######## block 1 ########
**Block 1: met3 routing**

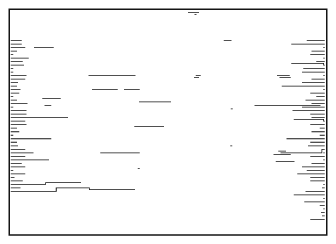

==> src/rtl/gpio_bus_arbiter.sv <==
// Two-master arbiter for a single register-mapped GPIO slave.
// Define ARB_ROUND_ROBIN_EN for round-robin ties; default is fixed m0 priority.
module gpio_bus_arbiter #(
   parameter int DW = 32,
   parameter int AW = 2
) (
   input  logic          clk,
   input  logic          rst,
   input  logic          m0_req,
   input  logic          m0_we,
   input  logic [AW-1:0] m0_a,
   input  logic [DW-1:0] m0_wd,
   input  logic          m1_req,
   input  logic          m1_we,
   input  logic [AW-1:0] m1_a,
   input  logic [DW-1:0] m1_wd,
   output logic          m0_gnt,
   output logic          m1_gnt,
   output logic          m0_ack,
   output logic          m1_ack,
   output logic [DW-1:0] rd,
   output logic [AW-1:0] s_a,
   output logic          s_we,
   output logic [DW-1:0] s_wd,
   input  logic [DW-1:0] s_rd
);

   typedef enum logic [1:0] {
      IDLE,
      ACCESS,
      ACK
   } state_t;

   state_t        r_state;
   state_t        w_state_nx;
   logic          r_win;
   logic          w_win;
   logic          w_any_req;
   logic [DW-1:0] r_rd;
   logic [AW-1:0] r_s_a;
   logic          r_s_we;
   logic [DW-1:0] r_s_wd;

`ifdef ARB_ROUND_ROBIN_EN
   logic          r_last_win;

   // On a tie the master that did not win last time goes first
   always_comb begin
      w_any_req = m0_req | m1_req;
      if (m0_req && m1_req) begin
         w_win = ~r_last_win;
      end else begin
         w_win = m1_req;
      end
   end

   always_ff @(posedge clk or posedge rst) begin
      if (rst) begin
         r_last_win <= 1'b1;
      end else if (r_state == IDLE && w_any_req) begin
         r_last_win <= w_win;
      end
   end
`else
   always_comb begin
      w_any_req = m0_req | m1_req;
      w_win     = m1_req & ~m0_req;
   end
`endif

   always_comb begin
      w_state_nx = r_state;
      m0_gnt     = 1'b0;
      m1_gnt     = 1'b0;
      m0_ack     = 1'b0;
      m1_ack     = 1'b0;
      unique case (r_state)
         IDLE: begin
            if (w_any_req) begin
               w_state_nx = ACCESS;
            end
         end
         ACCESS: begin
            w_state_nx = ACK;
            m0_gnt     = ~r_win;
            m1_gnt     = r_win;
         end
         ACK: begin
            w_state_nx = IDLE;
            m0_gnt     = ~r_win;
            m1_gnt     = r_win;
            m0_ack     = ~r_win;
            m1_ack     = r_win;
         end
         default: begin
            w_state_nx = IDLE;
         end
      endcase
   end

   always_ff @(posedge clk or posedge rst) begin
      if (rst) begin
         r_state <= IDLE;
      end else begin
         r_state <= w_state_nx;
      end
   end

   // Request fields are latched once so later input changes cannot leak in
   always_ff @(posedge clk or posedge rst) begin
      if (rst) begin
         r_win  <= 1'b0;
         r_s_a  <= '0;
         r_s_we <= 1'b0;
         r_s_wd <= '0;
         r_rd   <= '0;
      end else begin
         if (r_state == IDLE && w_any_req) begin
            r_win  <= w_win;
            r_s_we <= w_win ? m1_we : m0_we;
            r_s_a  <= w_win ? m1_a  : m0_a;
            r_s_wd <= w_win ? m1_wd : m0_wd;
         end else if (r_state == ACCESS) begin
            r_s_we <= 1'b0;
            r_rd   <= r_s_we ? '0 : s_rd;
         end
      end
   end

   assign rd   = r_rd;
   assign s_a  = r_s_a;
   assign s_we = r_s_we;
   assign s_wd = r_s_wd;

endmodule

==> config.mk <==
export PLATFORM = sky130hd
export DESIGN_NAME = gpio_bus_arbiter
export DESIGN_NICKNAME = d
export VERILOG_FILES = /design/src/rtl/gpio_bus_arbiter.sv
export SDC_FILE = /design/constraint.sdc
export NUM_CORES = 1
export LEC_CHECK = 0
export CAP_MARGIN = 10
export CORE_ASPECT_RATIO = 0.7
export CORE_MARGIN = 2
export CORE_UTILIZATION = 35
export CTS_BUF_LIST = sky130_fd_sc_hd__clkbuf_2 sky130_fd_sc_hd__clkbuf_4 sky130_fd_sc_hd__clkbuf_8
export DETAILED_ROUTE_END_ITERATION = 16
export PLACE_DENSITY = 0.75
export SLEW_MARGIN = 25
export SYNTH_ARGS = -nofsm -noshare
export SYNTH_HDL_FRONTEND = slang
export SYNTH_SLANG_ARGS = --single-unit
export TNS_END_PERCENT = 1
==> constraint.sdc <==
create_clock -name clk -period 4 [get_ports clk]
set_input_delay 0.4 -clock clk [delete_from_list [all_inputs] [get_ports clk]]
set_output_delay 0.4 -clock clk [all_outputs]
set_load 0.02 [all_outputs]
######## block 2 ########
[config.mk]
export PLATFORM = sky130hd
export DESIGN_NAME = gray_code_converter_flat
export DESIGN_NICKNAME = d
export VERILOG_FILES = /design/src/rtl/gray_code_pkg.sv /design/src/rtl/gray_code_converter_if.sv /design/src/rtl/gray_code_stage.sv /design/src/rtl/gray_code_converter.sv /design/src/flat_wrapper.sv
export SDC_FILE = /design/constraint.sdc
export NUM_CORES = 1
export LEC_CHECK = 0
export CORE_MARGIN = 2
export CORE_UTILIZATION = 29
export CTS_CLUSTER_DIAMETER = 30
export CTS_CLUSTER_SIZE = 25
export DETAILED_ROUTE_END_ITERATION = 7
export PLACE_DENSITY = 0.77
export RECOVER_POWER = 100
export SLEW_MARGIN = 20
export SYNTH_ARGS = -nofsm -noshare
export SYNTH_HDL_FRONTEND = slang
export SYNTH_SLANG_ARGS = --single-unit
[constraint.sdc]
create_clock -name clk -period 1.02 [get_ports clk]
set_input_delay 0.153 -clock clk [delete_from_list [all_inputs] [get_ports clk]]
set_output_delay 0.153 -clock clk [all_outputs]
set_load 0.005 [all_outputs]
[src/rtl/gray_code_pkg.sv]
// -----------------------------------------------------------------------------
// gray_code_pkg
// Shared definitions for the Gray code converter:
//   - DEFAULT_WIDTH / MAX_WIDTH : default and largest supported code width
//   - dir_e                     : conversion direction of a gray_code_stage
//   - gray_encode / gray_decode : pure conversion functions. They operate on a
//                                 MAX_WIDTH container, and the 'width' argument
//                                 selects how many low bits are meaningful.
// -----------------------------------------------------------------------------
package gray_code_pkg;

  localparam int DEFAULT_WIDTH = 4;
  localparam int MAX_WIDTH     = 32;

  typedef enum logic {
    DIR_ENCODE = 1'b0,
    DIR_DECODE = 1'b1
  } dir_e;

  // Mask that keeps the low 'width' bits of a MAX_WIDTH container.
  function automatic logic [MAX_WIDTH-1:0] width_mask(input int width);
    logic [MAX_WIDTH-1:0] mask;
    if (width >= MAX_WIDTH) begin
      mask = '1;
    end else begin
      mask = (32'd1 << width) - 32'd1;
    end
    return mask;
  endfunction

  // Binary to Gray. Bits above 'width' are cleared first, so the code's MSB
  // sees a zero above it and passes through unchanged.
  function automatic logic [MAX_WIDTH-1:0] gray_encode(input logic [MAX_WIDTH-1:0] value,
                                                       input int                   width);
    logic [MAX_WIDTH-1:0] b;
    b = value & width_mask(width);
    return b ^ (b >> 1);
  endfunction

  // Gray to binary: prefix XOR running down from the MSB. Cleared upper bits
  // contribute nothing, so the chain starts at the code's own MSB.
  function automatic logic [MAX_WIDTH-1:0] gray_decode(input logic [MAX_WIDTH-1:0] value,
                                                       input int                   width);
    logic [MAX_WIDTH-1:0] g;
    logic [MAX_WIDTH-1:0] b;
    g = value & width_mask(width);
    b = '0;
    b[MAX_WIDTH-1] = g[MAX_WIDTH-1];
    for (int i = MAX_WIDTH - 2; i >= 0; i--) begin
      b[i] = b[i+1] ^ g[i];
    end
    return b;
  endfunction

endpackage

[src/rtl/gray_code_converter_if.sv]
// -----------------------------------------------------------------------------
// gray_code_converter_if
// Bundles the data/valid signals of both conversion paths.
//   master : drives bin_in/bin_in_vld, gray_in/gray_in_vld; observes outputs
//   slave  : the converter; drives gray_out/gray_out_vld, bin_out/bin_out_vld,
//            rt_err
// Parameter WIDTH must match the WIDTH of the converter attached to it.
// -----------------------------------------------------------------------------
interface gray_code_converter_if
  import gray_code_pkg::*;
#(
  parameter int WIDTH = DEFAULT_WIDTH
);

  logic [WIDTH-1:0] bin_in;
  logic             bin_in_vld;
  logic [WIDTH-1:0] gray_out;
  logic             gray_out_vld;

  logic [WIDTH-1:0] gray_in;
  logic             gray_in_vld;
  logic [WIDTH-1:0] bin_out;
  logic             bin_out_vld;

  logic             rt_err;

  modport master (
    output bin_in, bin_in_vld, gray_in, gray_in_vld,
    input  gray_out, gray_out_vld, bin_out, bin_out_vld, rt_err
  );

  modport slave (
    input  bin_in, bin_in_vld, gray_in, gray_in_vld,
    output gray_out, gray_out_vld, bin_out, bin_out_vld, rt_err
  );

endinterface

[src/rtl/gray_code_stage.sv]
// -----------------------------------------------------------------------------
// gray_code_stage
// One registered conversion path (1 cycle latency, no backpressure).
//   clk, rst  : clock, synchronous active-high reset
//   in_data   : value to convert, in_vld qualifies it
//   out_data  : converted value; loads only when in_vld, otherwise holds
//   out_vld   : in_vld delayed by one cycle
// Parameter DIR selects encode (binary->Gray) or decode (Gray->binary).
// -----------------------------------------------------------------------------
module gray_code_stage
  import gray_code_pkg::*;
#(
  parameter int   WIDTH = DEFAULT_WIDTH,
  parameter dir_e DIR   = DIR_ENCODE
) (
  input  logic             clk,
  input  logic             rst,
  input  logic [WIDTH-1:0] in_data,
  input  logic             in_vld,
  output logic [WIDTH-1:0] out_data,
  output logic             out_vld
);

  logic [MAX_WIDTH-1:0] conv_wide;
  logic [WIDTH-1:0]     data_reg;
  logic [WIDTH-1:0]     data_next;
  logic                 vld_reg;

  if (DIR == DIR_ENCODE) begin : g_encode
    assign conv_wide = gray_encode(MAX_WIDTH'(in_data), WIDTH);
  end else begin : g_decode
    assign conv_wide = gray_decode(MAX_WIDTH'(in_data), WIDTH);
  end

  // Hold the last result whenever the input is not valid.
  always_comb begin
    data_next = data_reg;
    if (in_vld) begin
      data_next = conv_wide[WIDTH-1:0];
    end
  end

  always_ff @(posedge clk) begin
    if (rst) begin
      data_reg <= '0;
      vld_reg  <= 1'b0;
    end else begin
      data_reg <= data_next;
      vld_reg  <= in_vld;
    end
  end

  assign out_data = data_reg;
  assign out_vld  = vld_reg;

endmodule

[src/rtl/gray_code_converter.sv]
// -----------------------------------------------------------------------------
// gray_code_converter
// Independent registered binary->Gray and Gray->binary converters.
//   clk  : single clock, all state on the rising edge
//   rst  : synchronous active-high reset, wins over valid inputs
//   bus  : gray_code_converter_if.slave
//          bin_in/bin_in_vld   -> gray_out/gray_out_vld (1 cycle)
//          gray_in/gray_in_vld -> bin_out/bin_out_vld   (1 cycle)
//          rt_err              : round-trip mismatch flag
// Optional feature, macro GRAY_ROUNDTRIP_CHECK_EN:
//   defined   - gray_out is decoded again and compared with a registered copy
//               of the binary value that produced it; rt_err goes high the
//               cycle after a valid gray_out that fails to round-trip.
//   undefined - rt_err is constant 0 and no check logic is built.
// -----------------------------------------------------------------------------
module gray_code_converter
  import gray_code_pkg::*;
#(
  parameter int WIDTH = DEFAULT_WIDTH
) (
  input  logic                  clk,
  input  logic                  rst,
  gray_code_converter_if.slave  bus
);

  gray_code_stage #(
    .WIDTH (WIDTH),
    .DIR   (DIR_ENCODE)
  ) u_encode (
    .clk      (clk),
    .rst      (rst),
    .in_data  (bus.bin_in),
    .in_vld   (bus.bin_in_vld),
    .out_data (bus.gray_out),
    .out_vld  (bus.gray_out_vld)
  );

  gray_code_stage #(
    .WIDTH (WIDTH),
    .DIR   (DIR_DECODE)
  ) u_decode (
    .clk      (clk),
    .rst      (rst),
    .in_data  (bus.gray_in),
    .in_vld   (bus.gray_in_vld),
    .out_data (bus.bin_out),
    .out_vld  (bus.bin_out_vld)
  );

`ifdef GRAY_ROUNDTRIP_CHECK_EN
  // bin_copy_reg loads under the same condition as the encode register, so it
  // always holds the binary source of the current gray_out.
  logic [WIDTH-1:0]     bin_copy_reg;
  logic [WIDTH-1:0]     bin_copy_next;
  logic [MAX_WIDTH-1:0] gray_back_wide;
  logic                 rt_err_reg;
  logic                 rt_err_next;

  assign gray_back_wide = gray_decode(MAX_WIDTH'(bus.gray_out), WIDTH);

  always_comb begin
    bin_copy_next = bin_copy_reg;
    if (bus.bin_in_vld) begin
      bin_copy_next = bus.bin_in;
    end
    rt_err_next = bus.gray_out_vld && (gray_back_wide[WIDTH-1:0] != bin_copy_reg);
  end

  always_ff @(posedge clk) begin
    if (rst) begin
      bin_copy_reg <= '0;
      rt_err_reg   <= 1'b0;
    end else begin
      bin_copy_reg <= bin_copy_next;
      rt_err_reg   <= rt_err_next;
    end
  end

  assign bus.rt_err = rt_err_reg;
`else
  assign bus.rt_err = 1'b0;
`endif

endmodule

[src/flat_wrapper.sv]
// flat-port wrapper written by rule: the top's interface ports become plain ports
module gray_code_converter_flat import gray_code_pkg::*;
#(
  parameter int WIDTH = DEFAULT_WIDTH
)
  (clk, rst, bus_bin_in, bus_bin_in_vld, bus_gray_in, bus_gray_in_vld, bus_gray_out, bus_gray_out_vld, bus_bin_out, bus_bin_out_vld, bus_rt_err);
  gray_code_converter_if #(.WIDTH(WIDTH)) bus_i ();
  input  logic clk;
  input  logic rst;
  input wire logic [$bits(bus_i.bin_in)-1:0] bus_bin_in;
  input wire logic [$bits(bus_i.bin_in_vld)-1:0] bus_bin_in_vld;
  input wire logic [$bits(bus_i.gray_in)-1:0] bus_gray_in;
  input wire logic [$bits(bus_i.gray_in_vld)-1:0] bus_gray_in_vld;
  output wire logic [$bits(bus_i.gray_out)-1:0] bus_gray_out;
  output wire logic [$bits(bus_i.gray_out_vld)-1:0] bus_gray_out_vld;
  output wire logic [$bits(bus_i.bin_out)-1:0] bus_bin_out;
  output wire logic [$bits(bus_i.bin_out_vld)-1:0] bus_bin_out_vld;
  output wire logic [$bits(bus_i.rt_err)-1:0] bus_rt_err;
  assign bus_i.bin_in = bus_bin_in;
  assign bus_i.bin_in_vld = bus_bin_in_vld;
  assign bus_i.gray_in = bus_gray_in;
  assign bus_i.gray_in_vld = bus_gray_in_vld;
  assign bus_gray_out = bus_i.gray_out;
  assign bus_gray_out_vld = bus_i.gray_out_vld;
  assign bus_bin_out = bus_i.bin_out;
  assign bus_bin_out_vld = bus_i.bin_out_vld;
  assign bus_rt_err = bus_i.rt_err;
  gray_code_converter #(.WIDTH(WIDTH)) u_core (.clk(clk), .rst(rst), .bus(bus_i));
endmodule
######## block 3 ########
<file path="config.mk">
export PLATFORM = sky130hd
export DESIGN_NAME = cp0_exc_ctrl
export DESIGN_NICKNAME = d
export VERILOG_FILES = /design/src/rtl/cp0_exc_ctrl_pkg.sv /design/src/rtl/cp0_exc_ctrl.sv
export SDC_FILE = /design/constraint.sdc
export NUM_CORES = 1
export LEC_CHECK = 0
export ABC_AREA = 1
export CORE_MARGIN = 3
export CORE_UTILIZATION = 40
export CTS_CLUSTER_DIAMETER = 40
export DETAILED_ROUTE_END_ITERATION = 6
export GPL_ROUTABILITY_DRIVEN = 0
export PLACE_DENSITY = 0.78
export RECOVER_POWER = 100
export SYNTH_ARGS = -nofsm -noshare
export SYNTH_HDL_FRONTEND = slang
export SYNTH_SLANG_ARGS = --single-unit
</file>
<file path="constraint.sdc">
create_clock -name clk -period 3.5 [get_ports clk]
set_input_delay 0.7 -clock clk [delete_from_list [all_inputs] [get_ports clk]]
set_output_delay 0.7 -clock clk [all_outputs]
set_load 0.05 [all_outputs]
</file>
<file path="src/rtl/cp0_exc_ctrl_pkg.sv">
// cp0_exc_ctrl_pkg: shared constants and field-packing helpers for the
// coprocessor-0 exception controller.
//   - CP0 register numbers (SR, Cause, EPC, PRId)
//   - ExcCode values understood by the handler
//   - Bit positions of the SR and Cause fields
//   - pack_sr / pack_cause build the architectural read views; every bit
//     that is not a defined field reads as zero
package cp0_exc_ctrl_pkg;

    localparam logic [4:0] CP0_SR    = 5'd12;
    localparam logic [4:0] CP0_CAUSE = 5'd13;
    localparam logic [4:0] CP0_EPC   = 5'd14;
    localparam logic [4:0] CP0_PRID  = 5'd15;

    localparam logic [4:0] EXC_INT  = 5'd0;
    localparam logic [4:0] EXC_ADEL = 5'd4;
    localparam logic [4:0] EXC_ADES = 5'd5;
    localparam logic [4:0] EXC_RI   = 5'd10;
    localparam logic [4:0] EXC_OV   = 5'd12;

    localparam int IM_HI   = 15;
    localparam int IM_LO   = 10;
    localparam int IP_HI   = 15;
    localparam int IP_LO   = 10;
    localparam int EXL_BIT = 1;
    localparam int IE_BIT  = 0;
    localparam int BD_BIT  = 31;
    localparam int EXC_HI  = 6;
    localparam int EXC_LO  = 2;

    function automatic logic [31:0] pack_sr(input logic [5:0] im,
                                            input logic       exl,
                                            input logic       ie);
        logic [31:0] v;
        v                = 32'h0000_0000;
        v[IM_HI:IM_LO]   = im;
        v[EXL_BIT]       = exl;
        v[IE_BIT]        = ie;
        return v;
    endfunction

    function automatic logic [31:0] pack_cause(input logic       bd,
                                               input logic [5:0] ip,
                                               input logic [4:0] code);
        logic [31:0] v;
        v                = 32'h0000_0000;
        v[BD_BIT]        = bd;
        v[IP_HI:IP_LO]   = ip;
        v[EXC_HI:EXC_LO] = code;
        return v;
    endfunction

endpackage

</file>
<file path="src/rtl/cp0_exc_ctrl.sv">
// cp0_exc_ctrl: coprocessor-0 exception/interrupt controller.
// Merges the M-stage exception code with level-sensitive hardware
// interrupts, decides whether to take an exception, and holds SR, Cause,
// EPC and PRId for mtc0/mfc0/eret.
// Ports:
//   clk, reset        clock; asynchronous active-high reset
//   pc, bd_in         M-stage PC and branch-delay-slot flag
//   exc_code_in       M-stage exception code (0 = none)
//   hw_int            external interrupt lines (level)
//   cp0_addr/we/wdata mtc0 / mfc0 access
//   eret_in           eret in the M stage
//   cp0_rdata         mfc0 read data (combinational, pre-edge value)
//   req               take exception this cycle, flush pipeline (combinational)
//   epc_out           EPC register
//   handler_pc        constant exception entry address
module cp0_exc_ctrl
    import cp0_exc_ctrl_pkg::*;
#(
    parameter logic [31:0] PRID_VAL   = 32'h0000_2021,
    parameter logic [31:0] HANDLER_PC = 32'h0000_4180
) (
    input  logic        clk,
    input  logic        reset,
    input  logic [31:0] pc,
    input  logic        bd_in,
    input  logic [4:0]  exc_code_in,
    input  logic [5:0]  hw_int,
    input  logic [4:0]  cp0_addr,
    input  logic        cp0_we,
    input  logic [31:0] cp0_wdata,
    input  logic        eret_in,
    output logic [31:0] cp0_rdata,
    output logic        req,
    output logic [31:0] epc_out,
    output logic [31:0] handler_pc
);

    logic [5:0]  im_r;
    logic        exl_r;
    logic        ie_r;
    logic        bd_r;
    logic [5:0]  ip_r;
    logic [4:0]  exc_code_r;
    logic [31:0] epc_r;

    logic        int_req_s;
    logic        exc_req_s;
    logic        req_s;

    // Interrupts look at the live lines, not the latched IP, so a raised line
    // is taken in the same cycle it appears.
    assign int_req_s = (|(hw_int & im_r)) & ie_r & ~exl_r;
    assign exc_req_s = (exc_code_in != 5'd0) & ~exl_r;
    assign req_s     = int_req_s | exc_req_s;

    assign req        = req_s;
    assign epc_out    = epc_r;
    assign handler_pc = HANDLER_PC;

    // CP0 state update: exception entry, eret, and mtc0 (in that priority).
    always_ff @(posedge clk or posedge reset) begin
        if (reset) begin
            im_r       <= 6'd0;
            exl_r      <= 1'b0;
            ie_r       <= 1'b0;
            bd_r       <= 1'b0;
            ip_r       <= 6'd0;
            exc_code_r <= 5'd0;
            epc_r      <= 32'h0000_0000;
        end else begin
            ip_r <= hw_int;
            if (req_s) begin
                // The flushed instruction's mtc0/eret is dropped here.
                exl_r      <= 1'b1;
                exc_code_r <= int_req_s ? EXC_INT : exc_code_in;
                bd_r       <= bd_in;
                // pc[1:0] survive the subtraction, so a misaligned PC is kept.
                epc_r      <= bd_in ? (pc - 32'd4) : pc;
            end else if (eret_in) begin
                exl_r <= 1'b0;
            end else if (cp0_we) begin
                case (cp0_addr)
                    CP0_SR: begin
                        im_r  <= cp0_wdata[IM_HI:IM_LO];
                        exl_r <= cp0_wdata[EXL_BIT];
                        ie_r  <= cp0_wdata[IE_BIT];
                    end
                    CP0_EPC: begin
                        epc_r <= cp0_wdata;
                    end
                    default: begin
                        // Cause, PRId and unmapped numbers are not writable.
                    end
                endcase
            end else begin
                // No event: hold state.
            end
        end
    end

    // mfc0 read mux; no write-through, the pipeline forwards.
    always_comb begin
        cp0_rdata = 32'h0000_0000;
        case (cp0_addr)
            CP0_SR:    cp0_rdata = pack_sr(im_r, exl_r, ie_r);
            CP0_CAUSE: cp0_rdata = pack_cause(bd_r, ip_r, exc_code_r);
            CP0_EPC:   cp0_rdata = epc_r;
            CP0_PRID:  cp0_rdata = PRID_VAL;
            default:   cp0_rdata = 32'h0000_0000;
        endcase
    end

endmodule

</file>
######## block 4 ########
$ cat src/rtl/nand_read_seq_ctrl.sv
// Multi-page NAND read sequencer: bad-block skipping, per-sector ECC evaluation,
// bounded page re-reads on uncorrectable sectors and per-wait-state timeout abort.
module nand_read_seq_ctrl #(
  parameter int unsigned BLK_W     = 12,
  parameter int unsigned PG_W      = 6,
  parameter int unsigned SECTORS   = 8,
  parameter int unsigned CNT_W     = 16,
  parameter int unsigned MAX_RETRY = 2,
  parameter int unsigned TIMEOUT   = 4095,
  localparam int unsigned SEC_W    = $clog2(SECTORS)
) (
  input  logic               clk,
  input  logic               rst,
  input  logic               en_read,
  input  logic [BLK_W-1:0]   start_block,
  input  logic [CNT_W-1:0]   page_count,
  output logic               bb_req,
  input  logic               bb_valid,
  input  logic               bb_bad,
  output logic               page_req,
  input  logic               page_done,
  input  logic               ecc_valid,
  input  logic [1:0]         ecc_status,
  output logic               fix_req,
  input  logic               fix_done,
  output logic [BLK_W-1:0]   block_addr,
  output logic [PG_W-1:0]    page_addr,
  output logic [SEC_W-1:0]   sector_idx,
  output logic [SECTORS-1:0] invalid_mask,
  output logic               page_out,
  output logic [3:0]         read_state,
  output logic               busy,
  output logic               done,
  output logic               err_uncorr,
  output logic               err_timeout
);

  localparam int unsigned TW = $clog2(TIMEOUT + 1);

  typedef enum logic [3:0] {
    StIdle    = 4'd0,
    StBbReq   = 4'd1,
    StBbWait  = 4'd2,
    StSkip    = 4'd3,
    StPgReq   = 4'd4,
    StPgWait  = 4'd5,
    StEccWait = 4'd6,
    StFix     = 4'd7,
    StSecNext = 4'd8,
    StPgEnd   = 4'd9,
    StDone    = 4'd10,
    StTout    = 4'd11
  } state_e;

  state_e             state_q, state_d;
  logic [BLK_W-1:0]   blk_q, blk_d;
  logic [PG_W-1:0]    pg_q, pg_d;
  logic [SEC_W-1:0]   sec_q, sec_d;
  logic [CNT_W-1:0]   rem_q, rem_d;
  logic [2:0]         retry_q, retry_d;
  logic [SECTORS-1:0] mask_q, mask_d;
  logic [TW-1:0]      wcnt_q, wcnt_d;
  logic               err_unc_q, err_unc_d;
  logic               err_to_q, err_to_d;
  logic               bb_req_q, bb_req_d;
  logic               page_req_q, page_req_d;
  logic               fix_req_q, fix_req_d;
  logic               page_out_q, page_out_d;
  logic               done_q, done_d;
  logic               waiting;
  logic               expired;

  assign waiting = (state_q == StBbWait) || (state_q == StPgWait) ||
                   (state_q == StEccWait) || (state_q == StFix);
  assign expired = (wcnt_q == TW'(TIMEOUT));

  always_comb begin
    state_d    = state_q;
    blk_d      = blk_q;
    pg_d       = pg_q;
    sec_d      = sec_q;
    rem_d      = rem_q;
    retry_d    = retry_q;
    mask_d     = mask_q;
    err_unc_d  = err_unc_q;
    err_to_d   = err_to_q;
    bb_req_d   = 1'b0;
    page_req_d = 1'b0;
    fix_req_d  = 1'b0;
    page_out_d = 1'b0;
    done_d     = 1'b0;

    // In every wait state the awaited response is tested before the timeout,
    // so a response on the expiring cycle still wins.
    unique case (state_q)
      StIdle: begin
        if (en_read) begin
          blk_d     = start_block;
          pg_d      = '0;
          sec_d     = '0;
          rem_d     = page_count;
          retry_d   = '0;
          mask_d    = '0;
          err_unc_d = 1'b0;
          err_to_d  = 1'b0;
          state_d   = (page_count == '0) ? StDone : StBbReq;
        end
      end
      StBbReq: begin
        bb_req_d = 1'b1;
        state_d  = StBbWait;
      end
      StBbWait: begin
        if (bb_valid) begin
          state_d = bb_bad ? StSkip : StPgReq;
        end else if (expired) begin
          state_d = StTout;
        end
      end
      StSkip: begin
        blk_d   = blk_q + BLK_W'(1);
        pg_d    = '0;
        state_d = StBbReq;
      end
      StPgReq: begin
        page_req_d = 1'b1;
        state_d    = StPgWait;
      end
      StPgWait: begin
        if (page_done) begin
          sec_d   = '0;
          mask_d  = '0;
          state_d = StEccWait;
        end else if (expired) begin
          state_d = StTout;
        end
      end
      StEccWait: begin
        if (ecc_valid && (ecc_status != 2'd0)) begin
          case (ecc_status)
            2'd2: begin
              fix_req_d = 1'b1;
              state_d   = StFix;
            end
            2'd3: begin
              mask_d[sec_q] = 1'b1;
              state_d       = StSecNext;
            end
            default: state_d = StSecNext;
          endcase
        end else if (expired) begin
          state_d = StTout;
        end
      end
      StFix: begin
        if (fix_done) begin
          state_d = StSecNext;
        end else if (expired) begin
          state_d = StTout;
        end
      end
      StSecNext: begin
        if (sec_q == SEC_W'(SECTORS - 1)) begin
          state_d = StPgEnd;
        end else begin
          sec_d   = sec_q + SEC_W'(1);
          state_d = StEccWait;
        end
      end
      StPgEnd: begin
        if ((mask_q != '0) && (retry_q < 3'(MAX_RETRY))) begin
          retry_d = retry_q + 3'd1;
          mask_d  = '0;
          state_d = StPgReq;
        end else begin
          page_out_d = 1'b1;
          if (mask_q != '0) begin
            err_unc_d = 1'b1;
          end
          retry_d = '0;
          rem_d   = rem_q - CNT_W'(1);
          if (rem_q == CNT_W'(1)) begin
            state_d = StDone;
          end else begin
            pg_d = pg_q + PG_W'(1);
            if (pg_q == {PG_W{1'b1}}) begin
              blk_d   = blk_q + BLK_W'(1);
              state_d = StBbReq;
            end else begin
              state_d = StPgReq;
            end
          end
        end
      end
      StDone: begin
        done_d  = 1'b1;
        state_d = StIdle;
      end
      StTout: begin
        err_to_d = 1'b1;
        state_d  = StDone;
      end
      default: state_d = StIdle;
    endcase

    if (state_d != state_q) begin
      wcnt_d = '0;
    end else if (waiting) begin
      wcnt_d = wcnt_q + TW'(1);
    end else begin
      wcnt_d = '0;
    end
  end

  always_ff @(posedge clk or posedge rst) begin
    if (rst) begin
      state_q    <= StIdle;
      blk_q      <= '0;
      pg_q       <= '0;
      sec_q      <= '0;
      rem_q      <= '0;
      retry_q    <= '0;
      mask_q     <= '0;
      wcnt_q     <= '0;
      err_unc_q  <= 1'b0;
      err_to_q   <= 1'b0;
      bb_req_q   <= 1'b0;
      page_req_q <= 1'b0;
      fix_req_q  <= 1'b0;
      page_out_q <= 1'b0;
      done_q     <= 1'b0;
    end else begin
      state_q    <= state_d;
      blk_q      <= blk_d;
      pg_q       <= pg_d;
      sec_q      <= sec_d;
      rem_q      <= rem_d;
      retry_q    <= retry_d;
      mask_q     <= mask_d;
      wcnt_q     <= wcnt_d;
      err_unc_q  <= err_unc_d;
      err_to_q   <= err_to_d;
      bb_req_q   <= bb_req_d;
      page_req_q <= page_req_d;
      fix_req_q  <= fix_req_d;
      page_out_q <= page_out_d;
      done_q     <= done_d;
    end
  end

  // Strobes are registered; addresses stay stable while the matching wait state runs.
  assign bb_req       = bb_req_q;
  assign page_req     = page_req_q;
  assign fix_req      = fix_req_q;
  assign block_addr   = blk_q;
  assign page_addr    = pg_q;
  assign sector_idx   = sec_q;
  assign invalid_mask = mask_q;
  assign page_out     = page_out_q;
  assign read_state   = state_q;
  assign busy         = (state_q != StIdle);
  assign done         = done_q;
  assign err_uncorr   = err_unc_q;
  assign err_timeout  = err_to_q;

endmodule
$ cat config.mk
export PLATFORM = sky130hd
export DESIGN_NAME = nand_read_seq_ctrl
export DESIGN_NICKNAME = d
export VERILOG_FILES = /design/src/rtl/nand_read_seq_ctrl.sv
export SDC_FILE = /design/constraint.sdc
export NUM_CORES = 1
export LEC_CHECK = 0
export ABC_AREA = 1
export CAP_MARGIN = 20
export CORE_UTILIZATION = 45
export DETAILED_ROUTE_END_ITERATION = 6
export GPL_ROUTABILITY_DRIVEN = 1
export GPL_TIMING_DRIVEN = 0
export PLACE_DENSITY = 0.68
export SLEW_MARGIN = 40
export SYNTH_ARGS = -nofsm -noshare
export SYNTH_HDL_FRONTEND = slang
export SYNTH_SLANG_ARGS = --single-unit
$ cat constraint.sdc
create_clock -name clk -period 2.8 [get_ports clk]
set_clock_uncertainty 0.2 [all_clocks]
set_input_delay 0.28 -clock clk [delete_from_list [all_inputs] [get_ports clk]]
set_output_delay 0.28 -clock clk [all_outputs]
set_load 0.005 [all_outputs]
**Block 3: metal 4**

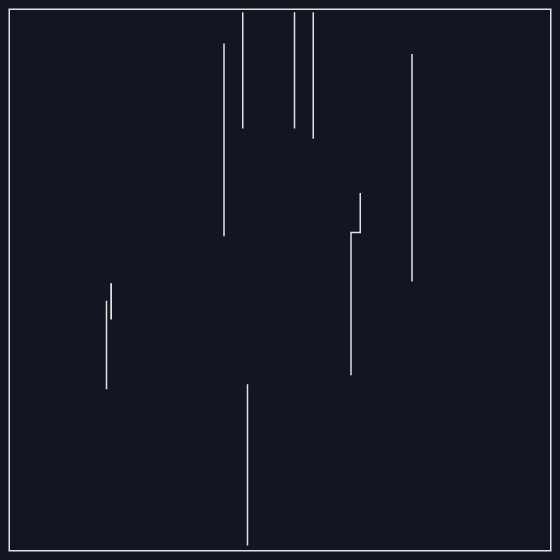
- nets with wire on the layer: 9
- share of all routed wire: 2.0%
- longest straight run: 44.2 um
- main direction: vertical
Detailed Route WL: 12000 um
via count: 4143

==> results_slide.txt, block 3 <==
Run Summary

Critical path
  • CP Launch Point: cp0_addr[3]
  • WP depth: 8
  • End of the worst register-to-register path: epc_out[26]
  • R2R cell count: 10

Final layout
  • Largest register FFs: 32
  • Biggest Area Class: combinational gates
  • Logic area: 2080 um2
  • Most frequent cells in the layout: nand2_1 (219), nor2_1 (85), clkdlybuf4s50_1 (77)
  • Number of logic gates: 469
  • Sequential Area: 1300 um2
  • Non-clock buffer count: 153

Placed design
  • Placed inst area: 5500 um2

Global routing
  • GRT overflow: 0
  • Gr busiest metal: met2
  • Total track usage: 0.209
  • Routing usage on met3: 0.0233
  • Largest net degree at the start of global routing: 32

Die
  • Core area: 9460 um2
  • Fp_density: 0.420

Synth
  • Avg Cell Area, Syn: 6.42 um2
  • Netlist cell types: 32
  • Simple Share, Synth: 0.394

STA
  • Worst slew margin: 0.333
  • Setup slack after layout: 0.364 ns
  • Setup TNS: 0 ns

Clock tree
  • Clk buf depth: 2
  • Clk slew on worst S/H paths: 0.10 ns

Outcome
  • Status: finished clean
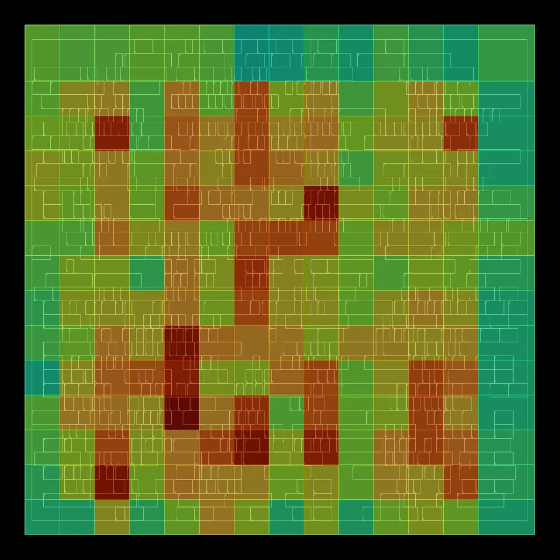
**Above:** block 4 (routing congestion map).
wire per inst: 13.4 um
routing usage on met3: 0.0589
gr busiest metal: met2

**Block 4: the metal 2 layer**

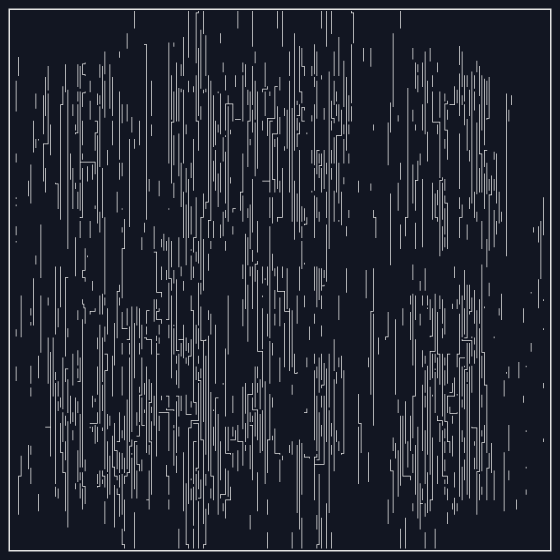
- nets with wire on the layer: 632
- wire length on this layer: 5270 um
via count: 4383
Detailed Route WL: 11400 um
GR Util met2: 0.400

==> results_slide.txt, block 4 <==
Run Summary

Clock tree
  • Cts hold-fix bufs: 0
  • Clk root buf: clkbuf_8
  • Clk buf depth: 2
  • Clock latency (worst-skew pair): 0.35 ns
  • Setup Buffers After CTS: 0

Power
  • P_int: 2.74 mW
  • Seq group: 1.57 mW
  • Leakage power: 2.63 nW
  • Switching part of the total: 0.441

Final layout
  • Most frequent cells in the layout: nand2_1 (153), nor2_1 (83), clkdlybuf4s50_1 (78)
  • Largest register FFs: 16
  • Non-clock buffering overhead: 0.155
  • Non-clock buffer count: 91
  • Biggest Area Class: combinational gates
  • Seq_cells: 71
  • Fill cells: 897
  • Number of logic gates: 461
  • Clock buf/inv share: 0.0411
  • Layout cells sized above 1: 0.0927

Route
  • Wl on met1: 5220 um
  • Final antenna-violating net count: 0
  • Top sig layer: met4

Die
  • Row count: 35
  • # IOs: 79
  • Core area: 9330 um2
  • Die X: 101 um
  • Chip Area: 10200 um2

Synth
  • Most common cell in the netlist: nand2_1
  • Synth Instances: 628

Critical path
  • End of the worst register-to-register path: rem_q[2]
  • CP bufs+invs: 5
  • Req. time, crit path: 2.80 ns
  • R2R Setup Slk: 0.45 ns
  • CP max stage cell: dfrtp_1
  • CP arrival: 2.36 ns
  • Critical Path Most Common Cell: inv_2

STA
  • Fin. Hold Viols: 0
  • Peak Freq: 0.425 GHz

Placed design
  • DP Worst Slack: 0.446 ns
  • Post-DP HPWL: 8490 um

Worst hold path
  • Worst hold path class: primary input to asynchronous set/reset pin

Global routing
  • Total track usage: 0.244
  • Largest net degree at the start of global routing: 53
  • Initial antenna violation count: 0

Outcome
  • Status: finished clean
**Block 2: the metal 2 layer**

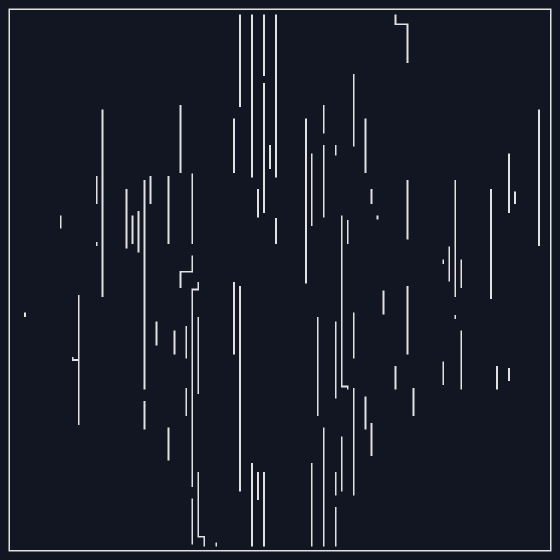
- share of all routed wire: 48%
- main direction: vertical
- nets with wire on the layer: 67
- wire length on this layer: 381 um
- longest straight run: 16.0 um
via count: 348
GR Util met2: 0.159
Detailed Route WL: 794 um

==> results_slide.txt, block 2 <==
Run Summary

Outcome
  • Status: finished clean

Route
  • Final antenna-violating net count: 0
  • Vias per cell: 4.35
  • Iter 0 DRT Violations: 0

Global routing
  • First-pass GRT wire length: 1380 um
  • Gr busiest metal: met2
  • Grt met1 use: 0.118
  • Largest net degree at the start of global routing: 11
  • Total track usage: 0.107
  • Routing usage on met3: 0.0783
  • Number of global-route vias before repair: 341

STA
  • Max-slew violation count: 0
  • WHS: 0.423 ns
  • Cycle use final: 0.958
  • Fin. Hold Viols: 0
  • Post-route minimum period: 0.977 ns

Critical path
  • Max incr delay on CP: 0.37 ns
  • Crit Path Category: primary input to flop
  • Critical Path Start Type: primary input
  • WP depth: 4
  • CP Launch Point: bus_gray_in[2]
  • R2R cell count: 3
  • CP bufs+invs: 1
  • R2R Setup Slk: 0.25 ns
  • CP arrival: 1.17 ns
  • End of the critical path: u_core.u_decode.out_data[1]
  • R2r startpoint: u_core.u_decode.out_data[1]

Power
  • Clock-net power: 0.256 mW
  • Pwr Total: 0.869 mW
  • Switching part of the total: 0.229
  • P_int: 0.670 mW
  • Largest power group: sequential cells

Final layout
  • Number of non-clock inverters in the layout: 1
  • Non-clock buffer count: 26
  • P&R area growth vs syn: 61.5%
  • Multi-input combinational area share: 0.282
  • Sequential cell area share: 0.303
  • Antenna cells: 0
  • Fin util: 0.501
  • Most frequent cells in the layout: dlygate4sd2_1 (12), dfxtp_1 (10), nor2_1 (8)
  • Dominant logic cell type in the layout: dlygate4sd2_1

Flow run
  • Max-capacitance violation count: 0
  • Tool warnings: 26

Synth
  • XOR Share, Synth: 0.162
  • Syn Nets: 52
  • Top cells by count: dfxtp_1 (10), nor2_1 (8), a211oi_1 (4), xnor2_1 (4), clkbuf_1 (3)
  • Yosys warnings: 0
  • # Cells Yosys: 40
  • Avg Cell Area, Syn: 10.2 um2
  • Mapped cell area: 409 um2
  • Cell area leaders: dfxtp_1 (49%), xnor2_1 (8.6%), a211oi_1 (7.3%)
  • Synth area leader: dfxtp_1
  • Top logic family: XOR/XNOR gates
  • Register area share after synthesis: 0.489

Die
  • Tap Cells: 15
  • Chip Area: 1730 um2
  • Die X: 41.6 um
  • Die height: 41.6 um
  • Row count: 13

Clock tree
  • Setup Buffers After CTS: 0
  • Htree depth: 1
  • Cts hold-fix bufs: 0
  • CTS Buf Count: 3

Worst hold path
  • Hold Crit Start: bus_gray_in[3]
  • WHS Path Cells: 4

Placed design
  • DP Worst Slack: -0.515 ns
  • Placed Cells: 77
  • Post-DP HPWL: 616 um
**Block 1: the metal 2 layer**

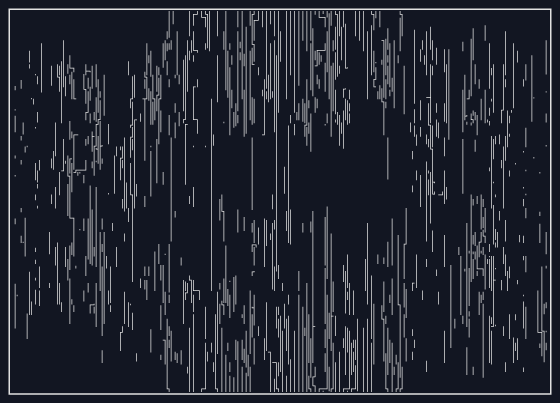
- main direction: vertical
- longest straight run: 49.0 um
- wire length on this layer: 4330 um
- share of all routed wire: 44%
- nets with wire on the layer: 505
Detailed Route WL: 9870 um
GR Util met2: 0.291
via count: 3154

## Picture notes: 'met3 routing' of block 1
- main direction: horizontal
- share of all routed wire: 7.3%
routing usage on met3: 0.0517

==> results_slide.txt, block 1 <==
Run Summary

Outcome
  • Status: finished clean

Clock tree
  • Setup Buffers After CTS: 0
  • Clk slew on worst S/H paths: 0.09 ns

Route
  • Wire per inst: 15.2 um
  • Wl on met1: 4700 um
  • Iter 0 DRT Violations: 159

Critical path
  • End of the critical path: m0_gnt
  • Top delay family on crit path: buffers and inverters
  • Worst-path maximum fanout: 3
  • Crit. End Element: primary output

Synth
  • # Cells Yosys: 351
  • Top cells by count: dfrtp_1 (70), nand2_1 (68), nor2b_1 (38)
  • Avg Cell Area, Syn: 9.81 um2
  • EDFF count, synth: 0
  • Register bit total from synthesis: 70
  • Syn Nets: 460
  • Most common cell in the netlist: dfrtp_1
  • Mapped cell area: 3440 um2
  • MUX share of area: 0.00327

STA
  • Worst slew pin tran: 0.743 ns
  • RSZ-0062 raised after global routing: false

Final layout
  • # clk buffers: 9
  • Layout cells sized above 1: 0.107
  • Fill cells: 824

Die
  • Tap Cells: 128

Power
  • Net Switching: 1.74 mW
  • Pwr Total: 4.12 mW

Placed design
  • Placed inst area: 5240 um2


==> notes/layouts.md <==
Pictures saved along the way, in no particular order.

Met3 routing.
shot_01.png
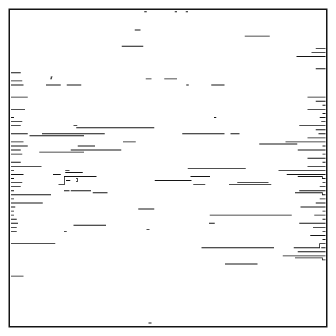
shot_02.png
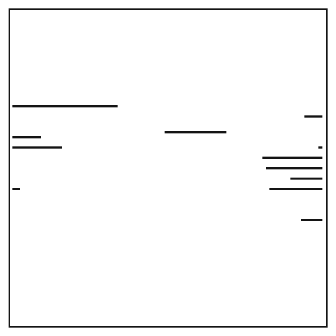
shot_03.png
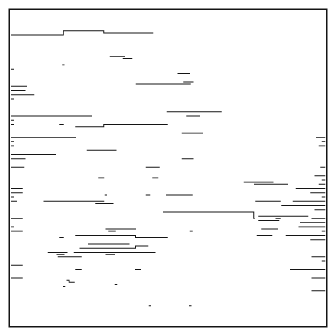
block 3: shot_01.png
block 2: shot_02.png
block 4: shot_03.png

Key to shot_03.png:
- wire length on this layer: 641 um
- longest straight run: 28.7 um


==> layout pictures side by side <==
Routing congestion map.
picture 1
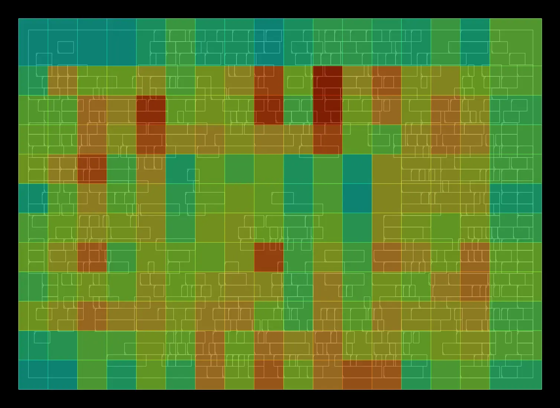
picture 2
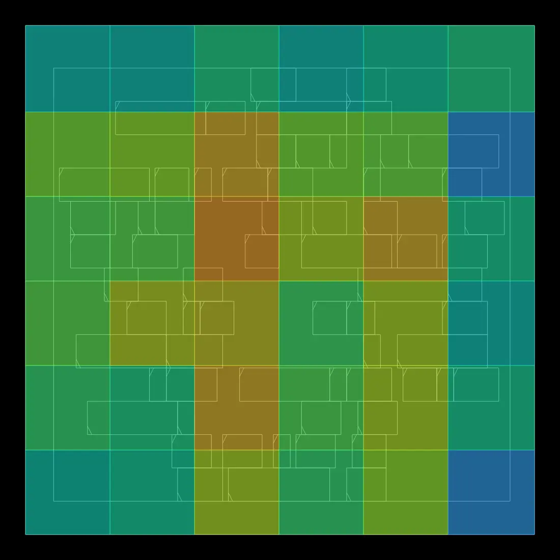
picture 3
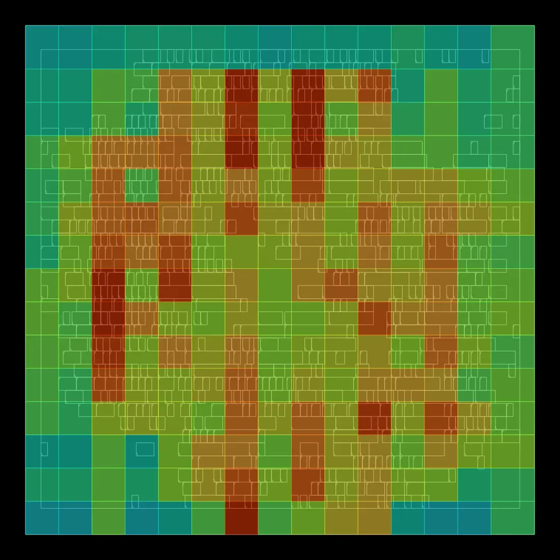
- picture 1 = block 1
- picture 3 = block 3
- picture 2 = block 2
Of these, lowest track usage: picture 2
Of these, least wire per cell: picture 2

No activity file was given, so power comes from the tool's default toggle rates.
